==================== design 1
**config.mk**
```make
export PLATFORM = sky130hd
export DESIGN_NAME = seq_detector_param
export DESIGN_NICKNAME = d
export VERILOG_FILES = /design/src/rtl/seq_detector_param.sv
export SDC_FILE = /design/constraint.sdc
export NUM_CORES = 1
export LEC_CHECK = 0
export CAP_MARGIN = 20
export CORE_MARGIN = 4
export CORE_UTILIZATION = 54
export CTS_CLUSTER_DIAMETER = 60
export DETAILED_ROUTE_END_ITERATION = 10
export HOLD_SLACK_MARGIN = 0.03
export PLACE_DENSITY_LB_ADDON = 0.2
export SYNTH_ARGS = -nofsm -noshare
export SYNTH_HDL_FRONTEND = slang
export SYNTH_SLANG_ARGS = --single-unit
```
**constraint.sdc**
```tcl
create_clock -name clk -period 4 [get_ports clk]
set_clock_uncertainty 0.2 [all_clocks]
set_input_delay 0.4 -clock clk [delete_from_list [all_inputs] [get_ports clk]]
set_output_delay 0.4 -clock clk [all_outputs]
set_load 0.02 [all_outputs]
```
**src/rtl/seq_detector_param.sv**
```systemverilog
// Serial sequence detector: compares the last N accepted bits against a loadable
// pattern, with overlapping/non-overlapping modes and a saturating match counter.
module seq_detector_param #(
    parameter int             N           = 4,
    parameter logic [N-1:0]   PAT_DEFAULT = N'(4'b1101),
    parameter int             CNT_W       = 8
) (
    input  logic             clk,
    input  logic             rst,
    input  logic             en,
    input  logic             x,
    input  logic             overlap,
    input  logic             pat_load,
    input  logic [N-1:0]     pat_in,
    input  logic             cnt_clr,
    output logic             y,
    output logic [CNT_W-1:0] match_cnt,
    output logic             cnt_sat
);
    localparam int               FW        = $clog2(N + 1);
    localparam logic [FW-1:0]    FILL_FULL = FW'(N);
    localparam logic [CNT_W-1:0] CNT_MAX   = '1;

    logic [N-1:0]     pat_q, pat_d;
    logic [N-1:0]     hist_q, hist_d;
    logic [FW-1:0]    fill_q, fill_d;
    logic             y_q, y_d;
    logic [CNT_W-1:0] cnt_q, cnt_d;
    logic             sat_q, sat_d;

    logic             accept;
    logic             match;
    logic [N-1:0]     hist_shift;
    logic [FW-1:0]    fill_inc;

    always_comb begin
        accept     = en & ~pat_load;
        hist_shift = {hist_q[N-2:0], x};
        fill_inc   = (fill_q == FILL_FULL) ? FILL_FULL : fill_q + 1'b1;
        match      = accept && (fill_inc == FILL_FULL) && (hist_shift == pat_q);

        pat_d  = pat_q;
        hist_d = hist_q;
        fill_d = fill_q;
        y_d    = match;
        cnt_d  = cnt_q;

        if (pat_load) begin
            // A load restarts the search; the bit offered on this edge is dropped.
            pat_d  = pat_in;
            hist_d = '0;
            fill_d = '0;
        end else if (accept) begin
            hist_d = hist_shift;
            fill_d = (match && !overlap) ? '0 : fill_inc;
        end

        if (cnt_clr)
            cnt_d = '0;
        else if (match && cnt_q != CNT_MAX)
            cnt_d = cnt_q + 1'b1;

        // Derived from the next count so cnt_sat tracks match_cnt on the same edge.
        sat_d = (cnt_d == CNT_MAX);
    end

    always_ff @(posedge clk or posedge rst) begin
        if (rst) begin
            pat_q  <= PAT_DEFAULT;
            hist_q <= '0;
            fill_q <= '0;
            y_q    <= 1'b0;
            cnt_q  <= '0;
            sat_q  <= 1'b0;
        end else begin
            pat_q  <= pat_d;
            hist_q <= hist_d;
            fill_q <= fill_d;
            y_q    <= y_d;
            cnt_q  <= cnt_d;
            sat_q  <= sat_d;
        end
    end

    assign y         = y_q;
    assign match_cnt = cnt_q;
    assign cnt_sat   = sat_q;
endmodule

```
==================== design 2
$ cat src/rtl/median_stream.sv
// Streaming sliding-window rank filter: keeps the last N accepted samples and
// emits the median, min or max of each full window two clocks after acceptance.

// Rank of one window slot: number of other slots that sort strictly before it.
// Equal values are ordered by slot index, so the N ranks form a permutation.
module median_stream_rank #(
  parameter int W  = 8,
  parameter int N  = 5,
  parameter int I  = 0,
  parameter int RW = 3
) (
  input  logic [N-1:0][W-1:0] win_i,
  output logic [RW-1:0]       rank_o
);
  // count the slots that sort ahead of slot I
  always_comb begin
    rank_o = '0;
    for (int j = 0; j < N; j++)
      if (j != I && ((win_i[j] < win_i[I]) || (win_i[j] == win_i[I] && j < I)))
        rank_o = rank_o + RW'(1);
  end
endmodule

module median_stream #(
  parameter int W = 8,
  parameter int N = 5
) (
  input  logic         clk,
  input  logic         rst,
  input  logic         flush,
  input  logic         in_valid,
  input  logic [W-1:0] in_data,
  input  logic [1:0]   mode,
  output logic         out_valid,
  output logic [W-1:0] out_data
);
  localparam int RW = $clog2(N);
  localparam int FW = $clog2(N + 1);

  generate
    if (N < 3 || N > 9 || (N % 2) == 0) begin : g_bad_n
      $error("median_stream: N must be odd and within 3..9");
    end
    if (W < 1 || W > 32) begin : g_bad_w
      $error("median_stream: W must be within 1..32");
    end
  endgenerate

  // stage 1: window and fill
  logic [N-1:0][W-1:0]  win_q, win_d;
  logic [FW-1:0]        fill_q, fill_d;
  logic                 v1_q;
  logic [1:0]           m1_q;
  // stage 2: ranks plus a snapshot of the window they describe
  logic [N-1:0][RW-1:0] rank_d, rank_q;
  logic [N-1:0][W-1:0]  win2_q;
  logic                 v2_q;
  logic [1:0]           m2_q;
  // stage 3: output
  logic                 out_valid_q;
  logic [W-1:0]         out_data_q, sel_d;
  logic [RW-1:0]        target;

  logic accept, completes;
  assign accept    = in_valid & ~flush;
  // fill of N-1 or N before this sample means the window is full after it
  assign completes = fill_q >= FW'(N - 1);

  // next window contents and saturating fill count
  always_comb begin
    win_d  = win_q;
    fill_d = fill_q;
    if (accept) begin
      win_d[0] = in_data;
      for (int i = 1; i < N; i++) win_d[i] = win_q[i-1];
      if (fill_q != FW'(N)) fill_d = fill_q + FW'(1);
    end
    if (flush) fill_d = '0;
  end

  // one rank unit per window slot
  generate
    for (genvar g = 0; g < N; g++) begin : g_lane
      median_stream_rank #(.W(W), .N(N), .I(g), .RW(RW)) u_rank (
        .win_i  (win_q),
        .rank_o (rank_d[g])
      );
    end
  endgenerate

  // stage 1 registers: accept sample, tag slot valid when it completes a window
  always_ff @(posedge clk or posedge rst) begin
    if (rst) begin
      win_q  <= '0;
      fill_q <= '0;
      v1_q   <= 1'b0;
      m1_q   <= 2'b00;
    end else begin
      win_q  <= win_d;
      fill_q <= fill_d;
      v1_q   <= accept & completes;
      m1_q   <= mode;
    end
  end

  // stage 2 registers: ranks, window snapshot, valid and mode
  always_ff @(posedge clk or posedge rst) begin
    if (rst) begin
      rank_q <= '0;
      win2_q <= '0;
      v2_q   <= 1'b0;
      m2_q   <= 2'b00;
    end else begin
      rank_q <= rank_d;
      win2_q <= win_q;
      v2_q   <= v1_q & ~flush;
      m2_q   <= m1_q;
    end
  end

  // target rank from the mode carried with this slot; 11 behaves as median
  always_comb begin
    case (m2_q)
      2'b01:   target = '0;
      2'b10:   target = RW'(N - 1);
      default: target = RW'((N - 1) / 2);
    endcase
  end

  // ranks are a permutation, so exactly one slot matches and an OR-mux suffices
  always_comb begin
    sel_d = '0;
    for (int i = 0; i < N; i++)
      if (rank_q[i] == target) sel_d = sel_d | win2_q[i];
  end

  // stage 3 registers: data only moves on a valid slot, otherwise it holds
  always_ff @(posedge clk or posedge rst) begin
    if (rst) begin
      out_valid_q <= 1'b0;
      out_data_q  <= '0;
    end else begin
      out_valid_q <= v2_q & ~flush;
      if (v2_q && !flush) out_data_q <= sel_d;
    end
  end

  assign out_valid = out_valid_q;
  assign out_data  = out_data_q;
endmodule

$ cat config.mk
export PLATFORM = sky130hd
export DESIGN_NAME = median_stream
export DESIGN_NICKNAME = d
export VERILOG_FILES = /design/src/rtl/median_stream.sv
export SDC_FILE = /design/constraint.sdc
export NUM_CORES = 1
export LEC_CHECK = 0
export ABC_CLOCK_PERIOD_IN_PS = 10500
export CAP_MARGIN = 0
export CORE_MARGIN = 1
export CORE_UTILIZATION = 25
export CTS_CLUSTER_DIAMETER = 40
export DETAILED_ROUTE_END_ITERATION = 12
export SLEW_MARGIN = 20
export SYNTH_ARGS = -nofsm -noshare
export SYNTH_HDL_FRONTEND = slang
export SYNTH_SLANG_ARGS = --single-unit
$ cat constraint.sdc
create_clock -name clk -period 10.5 [get_ports clk]
set_input_delay 2.1 -clock clk [delete_from_list [all_inputs] [get_ports clk]]
set_output_delay 2.1 -clock clk [all_outputs]
set_load 0.05 [all_outputs]
==================== design 3
<file path="src/rtl/req_lane_shaper_pkg.sv">
// req_lane_shaper_pkg: lane state encoding and requester count shared by the shaper.
package req_lane_shaper_pkg;
   localparam int N_REQ = 3;
   typedef enum logic [2:0] {IDLE, REQ, SERV, REL, HOLD} lane_state_e;
endpackage

</file>
<file path="src/rtl/req_lane_shaper_lane.sv">
// req_lane: one requester lane turning job pulses into a request level held for SVC_CYCLES grants per job.
module req_lane
   import req_lane_shaper_pkg::*;
#(
   parameter int CNT_W      = 3,
   parameter int SVC_CYCLES = 4,
   parameter int HOLDOFF    = 1
) (
   input  logic        clk,
   input  logic        resetn,
   input  logic        req_pulse_i,
   input  logic        g_i,
   output logic        r_o,
   output logic        done_o,
   output logic        drop_o,
   output lane_state_e state_o
);
   localparam int SW = SVC_CYCLES > 1 ? $clog2(SVC_CYCLES) : 1;
   localparam int HW = HOLDOFF > 1 ? $clog2(HOLDOFF) : 1;
   localparam logic [SW-1:0] S_LAST = SW'(SVC_CYCLES - 1);
   localparam logic [HW-1:0] H_LAST = HW'(HOLDOFF > 0 ? HOLDOFF - 1 : 0);
   localparam logic [CNT_W-1:0] P_MAX = '1;
   lane_state_e state_q, state_d;
   logic [CNT_W-1:0] pend_q, pend_d;
   logic [SW-1:0] scnt_q, scnt_d;
   logic [HW-1:0] hcnt_q, hcnt_d;
   logic done_q, drop_q, cmpl, full;
   assign cmpl = state_q == SERV && g_i && scnt_q == S_LAST;
   assign full = pend_q == P_MAX;
   always_comb begin
      pend_d  = req_pulse_i && !cmpl && !full ? pend_q + 1'b1 :
                !req_pulse_i && cmpl ? pend_q - 1'b1 : pend_q;
      state_d = state_q;
      scnt_d  = scnt_q;
      hcnt_d  = hcnt_q;
      case (state_q)
         IDLE: if (pend_d != '0) state_d = REQ;
         REQ: if (g_i) begin
            state_d = SERV;
            scnt_d  = '0;
         end
         SERV: if (!g_i) begin
            state_d = REQ;
            scnt_d  = '0;
         end else if (cmpl) state_d = REL;
         else scnt_d = scnt_q + 1'b1;
         REL: if (!g_i) begin
            hcnt_d  = '0;
            state_d = HOLDOFF > 0 ? HOLD : pend_d != '0 ? REQ : IDLE;
         end
         HOLD: if (hcnt_q == H_LAST) state_d = pend_d != '0 ? REQ : IDLE;
         else hcnt_d = hcnt_q + 1'b1;
         default: state_d = IDLE;
      endcase
   end
   always_ff @(posedge clk or negedge resetn)
      if (!resetn) begin
         state_q <= IDLE;
         pend_q  <= '0;
         scnt_q  <= '0;
         hcnt_q  <= '0;
         done_q  <= 1'b0;
         drop_q  <= 1'b0;
      end else begin
         state_q <= state_d;
         pend_q  <= pend_d;
         scnt_q  <= scnt_d;
         hcnt_q  <= hcnt_d;
         done_q  <= cmpl;
         drop_q  <= req_pulse_i && !cmpl && full;
      end
   assign r_o     = state_q == REQ || state_q == SERV;
   assign done_o  = done_q;
   assign drop_o  = drop_q;
   assign state_o = state_q;
endmodule

</file>
<file path="src/rtl/req_lane_shaper.sv">
// req_lane_shaper: three independent request lanes feeding the priority arbiter, plus a sticky grant-protocol error flag.
module req_lane_shaper
   import req_lane_shaper_pkg::*;
#(
   parameter int CNT_W      = 3,
   parameter int SVC_CYCLES = 4,
   parameter int HOLDOFF    = 1
) (
   input  logic             clk,
   input  logic             resetn,
   input  logic [N_REQ:1]   req_pulse,
   input  logic [N_REQ:1]   g,
   output logic [N_REQ:1]   r,
   output logic [N_REQ:1]   done,
   output logic [N_REQ:1]   drop,
   output logic             err
);
   lane_state_e st [N_REQ:1];
   logic [N_REQ:1] serv, bad;
   logic err_q;
   for (genvar i = 1; i <= N_REQ; i++) begin : g_lane
      req_lane #(.CNT_W(CNT_W), .SVC_CYCLES(SVC_CYCLES), .HOLDOFF(HOLDOFF)) u_lane (
         .clk         (clk),
         .resetn      (resetn),
         .req_pulse_i (req_pulse[i]),
         .g_i         (g[i]),
         .r_o         (r[i]),
         .done_o      (done[i]),
         .drop_o      (drop[i]),
         .state_o     (st[i])
      );
      assign serv[i] = st[i] == SERV;
      // a grant reaching a waiting lane while another lane is mid-service means the arbiter broke its hold
      assign bad[i]  = g[i] && (st[i] == IDLE || st[i] == HOLD ||
                       (st[i] == REQ && (serv & ~(N_REQ'(1) << (i - 1))) != '0));
   end
   always_ff @(posedge clk or negedge resetn)
      if (!resetn) err_q <= 1'b0;
      else err_q <= err_q || ((g & (g - 1'b1)) != '0) || (|bad);
   assign err = err_q;
endmodule

</file>
<file path="config.mk">
export PLATFORM = sky130hd
export DESIGN_NAME = req_lane_shaper
export DESIGN_NICKNAME = d
export VERILOG_FILES = /design/src/rtl/req_lane_shaper_pkg.sv /design/src/rtl/req_lane_shaper_lane.sv /design/src/rtl/req_lane_shaper.sv
export SDC_FILE = /design/constraint.sdc
export NUM_CORES = 1
export LEC_CHECK = 0
export CORE_ASPECT_RATIO = 2
export CORE_MARGIN = 2
export CORE_UTILIZATION = 58
export CTS_CLUSTER_DIAMETER = 150
export DETAILED_ROUTE_END_ITERATION = 6
export PLACE_DENSITY = 0.8
export SYNTH_ARGS = -nofsm -noshare
export SYNTH_HDL_FRONTEND = slang
export SYNTH_SLANG_ARGS = --single-unit
</file>
<file path="constraint.sdc">
create_clock -name clk -period 2.4 [get_ports clk]
set_input_delay 0.24 -clock clk [delete_from_list [all_inputs] [get_ports clk]]
set_output_delay 0.24 -clock clk [all_outputs]
set_load 0.01 [all_outputs]
</file>

==> gallery <==
Sequential cells colored by netlist name.
image #1
Bar = 20 um. Other sequential cells in the stronger gray, the rest of the logic in the fainter gray.
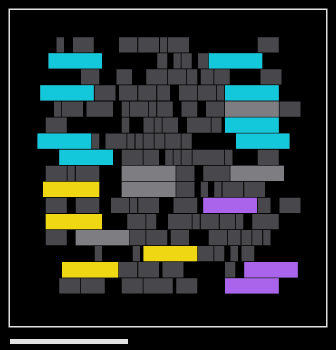
image #2
Bar = 50 um. Other sequential cells in the stronger gray, the rest of the logic in the fainter gray.
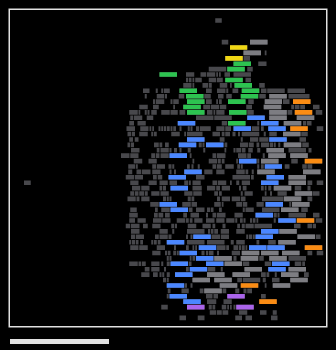
image #3
Bar = 10 um. Other sequential cells in the stronger gray, the rest of the logic in the fainter gray.
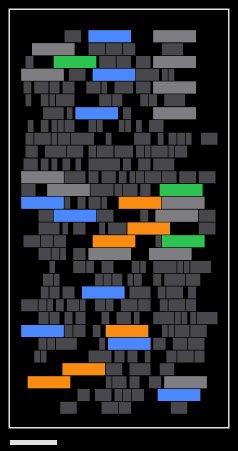
Image #3 comes from design 3.
Image #1 comes from design 1.
Image #2 comes from design 2.
Of these, most cells: image #2
Of these, most sequential cells: image #2

Fig. 1: design 1, cell classes on the final placement
Bar = 20 um.
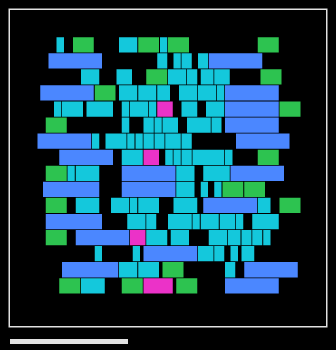
class	color	cells	share of their area
all other logic	cyan	85	44%
flip-flops	blue	20	38%
other buffers and delay cells	green	20	15%
clock drivers and dummy loads	magenta	4	2.7%
Util after Layout: 0.6913
# rows: 16
design area: 1356 sq um

==> reports/summary.txt, design 1 <==
status - finished clean
# port buffers - 20
Total Routing Usage GR - 0.1788
DRT Pass-1 Iters - 5
Synth Area in Adders - 0.03359
via density per instance - 5.801
Reg area - 504.2 sq um
Slew HR - 0.5170
Post-CTS Resized - 0
number of non-clock buffers - 20
Pwr Density - 273.7 nW/um^2
critical path capture point type - flip-flop
CP Max Fanout - 9
Tot Pwr - 371.3 uW
total wire length - 2186 um
Top delay family on crit path - simple AND/OR/NAND/NOR gates
R2R Path End - cnt_sat
routability cong. - 0.9484
antenna violations before repair - 0
Biggest Area Class - multi-input combinational cells
mi-comb count - 78
# diodes - 0
Final Hold Vio Count - 0
most common logic cell in the routed design - clkdlybuf4s50_1
GRT overflow - 0
met3 usage - 0.03944
EDFF count, synth - 0
nets@finish - 144
Post-synth seq share - 0.4513
[design 1: per-stage QoR]
stage	hold slack (ps)	std cells	setup slack, ps
after floorplan	161.6	110	1256
after global placement	309.3	152	1026
after detailed placement	321.0	152	952.6
after CTS	329.3	156	1143
after global routing	365.2	156	1010
final	309.3	156	1130
[design 1: synth_stat cells, types with 3 or more instances]
| master | instances | area (sq um) |
|---|---|---|
| dfrtp_1 | 17 | 425.4 |
| nor2_1 | 13 | 48.80 |
| inv_1 | 7 | 26.28 |
| a21oi_1 | 6 | 30.03 |
| nand3_1 | 6 | 30.03 |
| nand2_1 | 5 | 18.77 |
| mux2_2 | 4 | 45.04 |
| mux2i_1 | 4 | 40.04 |
| xnor2_1 | 4 | 35.03 |
| dfstp_2 | 3 | 78.83 |
| ha_1 | 3 | 37.54 |
| nand2b_1 | 3 | 18.77 |
| nand3b_1 | 3 | 22.52 |
[design 1: power breakdown]
group | internal (mW) | switching (mW) | leakage (nW) | total, mW
Combinational | 0.0221 | 0.0179 | 0.259 | 0.0400
Sequential | 0.211 | 0.00510 | 0.265 | 0.216
Clock | 0.0555 | 0.0596 | 0.0210 | 0.115
Total | 0.289 | 0.0826 | 0.545 | 0.371
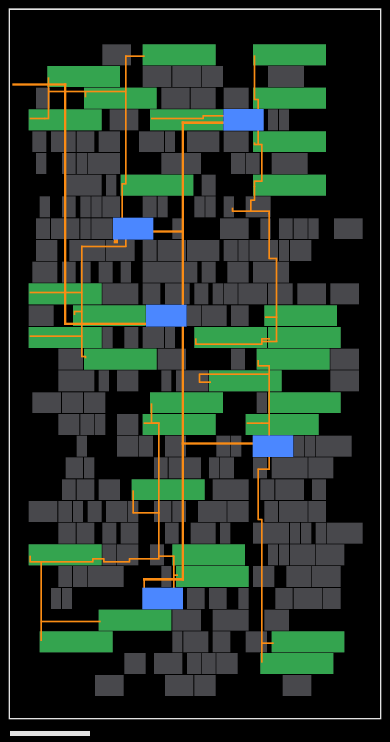
Fig. 2. Clock wires, drivers and flops (design 3).
Bar = 10 um.
[flip-flops] green | count: 31
[clock wires] orange | length: 429 um
[cells driving clock nets] blue | count: 5
flops lie	spread over the die
routed clock nets	6
Clk network pwr share: 0.160
Clock Power: 396 uW

==> reports/summary.txt, design 3 <==
switching share of power - 0.3935
YS chip area - 2073 sq um
Gate Area - 1094 sq um
wire length per cell - 14.12 um
Util after Layout - 0.6692
VDD IR max - 0.7777 mV
# rows - 30
DRT Pass-1 Iters - 4
Final Hold Vio Count - 0
CTS tree - yes
FMAX - 0.4889 GHz
net switching power - 973.5 uW
Seq/total area - 0.3394
design area - 2286 sq um
largest net degree at the start of global routing - 32
Well Taps - 48
core area - 3416 sq um
pre-CTS WS - 399.8 ps
Non-Clock Buffer Area Fraction - 0.09743
sequential logic power - 904 uW
Synth Instances - 226
registers - 31
Post-Route Skew - 3.351 ps
total wire length - 3995 um
Worst setup SP type - flip-flop
placed instance area - 2205 sq um
status - finished clean
Initial DRC Count - 22
Post-Synth XOR/XNOR Area - 0.02112
simple-gate share of the synthesized area - 0.1889
vias post-DR - 1,640
# Max-Cap Violations - 0
CTS Sinks - 31
via density per instance - 5.795
Worst-Skew Late Latency - 290 ps
tool warnings - 29
worst path bufs/invs - 0
clock buffer count - 7
-- design 3: per-layer routing --
layer | GRT usage | up-vias | wire length (um)
met5 | 0 | - | 0
met4 | 0.1506 | 0 | 187
met3 | 0.03878 | 19 | 91
met2 | 0.4154 | 27 | 2219
met1 | 0.2235 | 781 | 1496
li1 | - | 813 | -
-- design 3: sequential cells by signal, indices dropped and copies added, names as in the netlist --
signal	flops
err	1
g_lane.u_lane.pend_q	9
g_lane.u_lane.scnt_q	6
g_lane.u_lane.drop_o	3
g_lane.u_lane.done_o	3
g_lane.u_lane.state_o	9
-- design 3: path summary, 6_finish.rpt --
check                                         endpoint                        start
min in group clk            g_lane[2].u_lane.scnt_q[1]   g_lane[2].u_lane.scnt_q[1]
hold / removal              g_lane[2].u_lane.scnt_q[1]                       resetn
setup reg to reg           g_lane[1].u_lane.state_o[0]  g_lane[1].u_lane.state_o[2]
max in group asynchronous   g_lane[1].u_lane.pend_q[0]                       resetn
setup / recovery           g_lane[1].u_lane.state_o[0]  g_lane[1].u_lane.state_o[2]
hold reg to reg             g_lane[2].u_lane.scnt_q[1]   g_lane[2].u_lane.scnt_q[1]
Fig. 3: design 2, logic cells by family
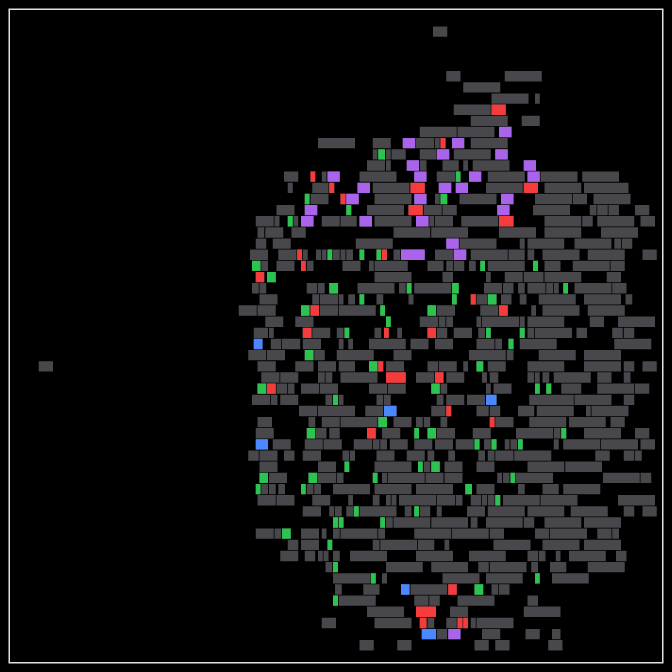
family	color	cells
NAND gates	green	67
AND and OR gates	blue	6
NOR gates	red	31
XOR/XNOR gates	purple	26
combinational share of cell area: 0.4211
most common logic cell in the routed design: dfrtp_1
fin cells: 927

==> reports/summary.txt, design 2 <==
status - finished clean
Synth Instances - 560
Die Span Y - 159.0 um
most numerous cell in the Yosys netlist - dfrtp_1
Slew HR - 0.4472
post-CTS setup buffers - 0
and-or/or-and share of the synthesized area - 0.1398
number of global-route vias before repair - 4,310
net switching power - 681.9 uW
Post-Route Setup TNS - 0 ps
synth warn - 0
Dominant flop cell - dfrtp_1
worst path bufs/invs - 1
Post-Syn Area - 6158 sq um
busiest grt layer - met2
first-pass GRT wire length - 22,870 um
vias post-DR - 4,113
final setup fails - 0
RSZ-0062 raised after global routing - no
Filler Cell Count - 2,499
largest net degree at the start of global routing - 74
VDD IR max - 0.1088 mV
Initial DRC Count - 229
Total Routing Usage GR - 0.1173
-- design 2: power by group through the flow --
stage	combinational, mW	sequential [mW]	clock (mW)
floorplan	0.576	0.596	0
global placement	0.725	0.622	0
detailed placement	0.742	0.624	0
CTS	0.748	0.617	0.561
global route	0.857	0.627	0.582
finish	0.736	0.617	0.551
-- design 2: worst paths after layout --
kind	cells after the start	from	slack (ps)	to
setup / recovery	1	out_data[7]	6810	out_data[7]
min in group asynchronous	2	rst	2140	out_data[6]
hold / removal	0	m1_q[1]	350	m2_q[1]
max in group asynchronous	3	rst	7190	out_data[1]
setup reg to reg	10	win_q[2]	7210	rank_q[4]
hold reg to reg	0	m1_q[1]	350	m2_q[1]
-- design 2: worst reg2reg max path: stages, from the launching register on --
cell and delay [ps]:
dfrtp_1 400, inv_1 230, ha_1 300, a21o_1 180, a221o_1 350, a221o_1 420
a31oi_2 210, ha_1 290, xnor2_1 260, ha_1 280, mux2_2 260
-- design 2: flip-flops by register name (all words and copies together) (netlist names) --
signal	flops
fill_q	3
m1_q	2
out_data	8
out_valid	1
rank_q	15
m2_q	2
win2_q	40
v2_q	1
v1_q	1
win_q	40


==> layout pictures side by side <==
Routing congestion map.
(a)
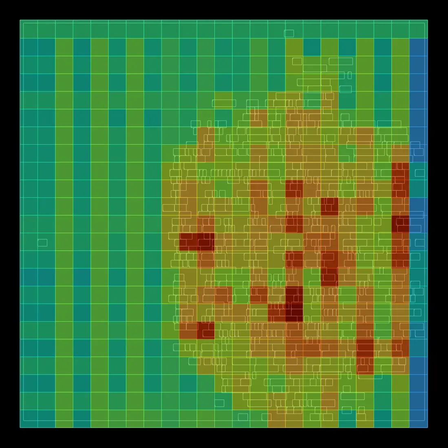
(b)
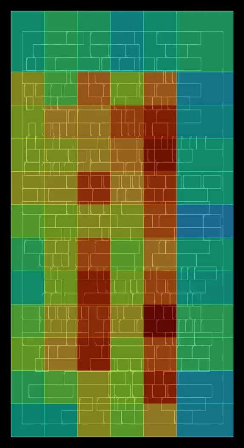
(c)
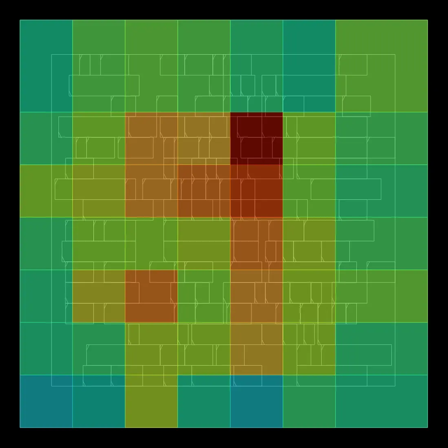
| picture | from |
|---|---|
| (b) | design 3 |
| (a) | design 2 |
| (c) | design 1 |
The one with the lowest utilization is (a).

No activity file was given, so power comes from the tool's default toggle rates.
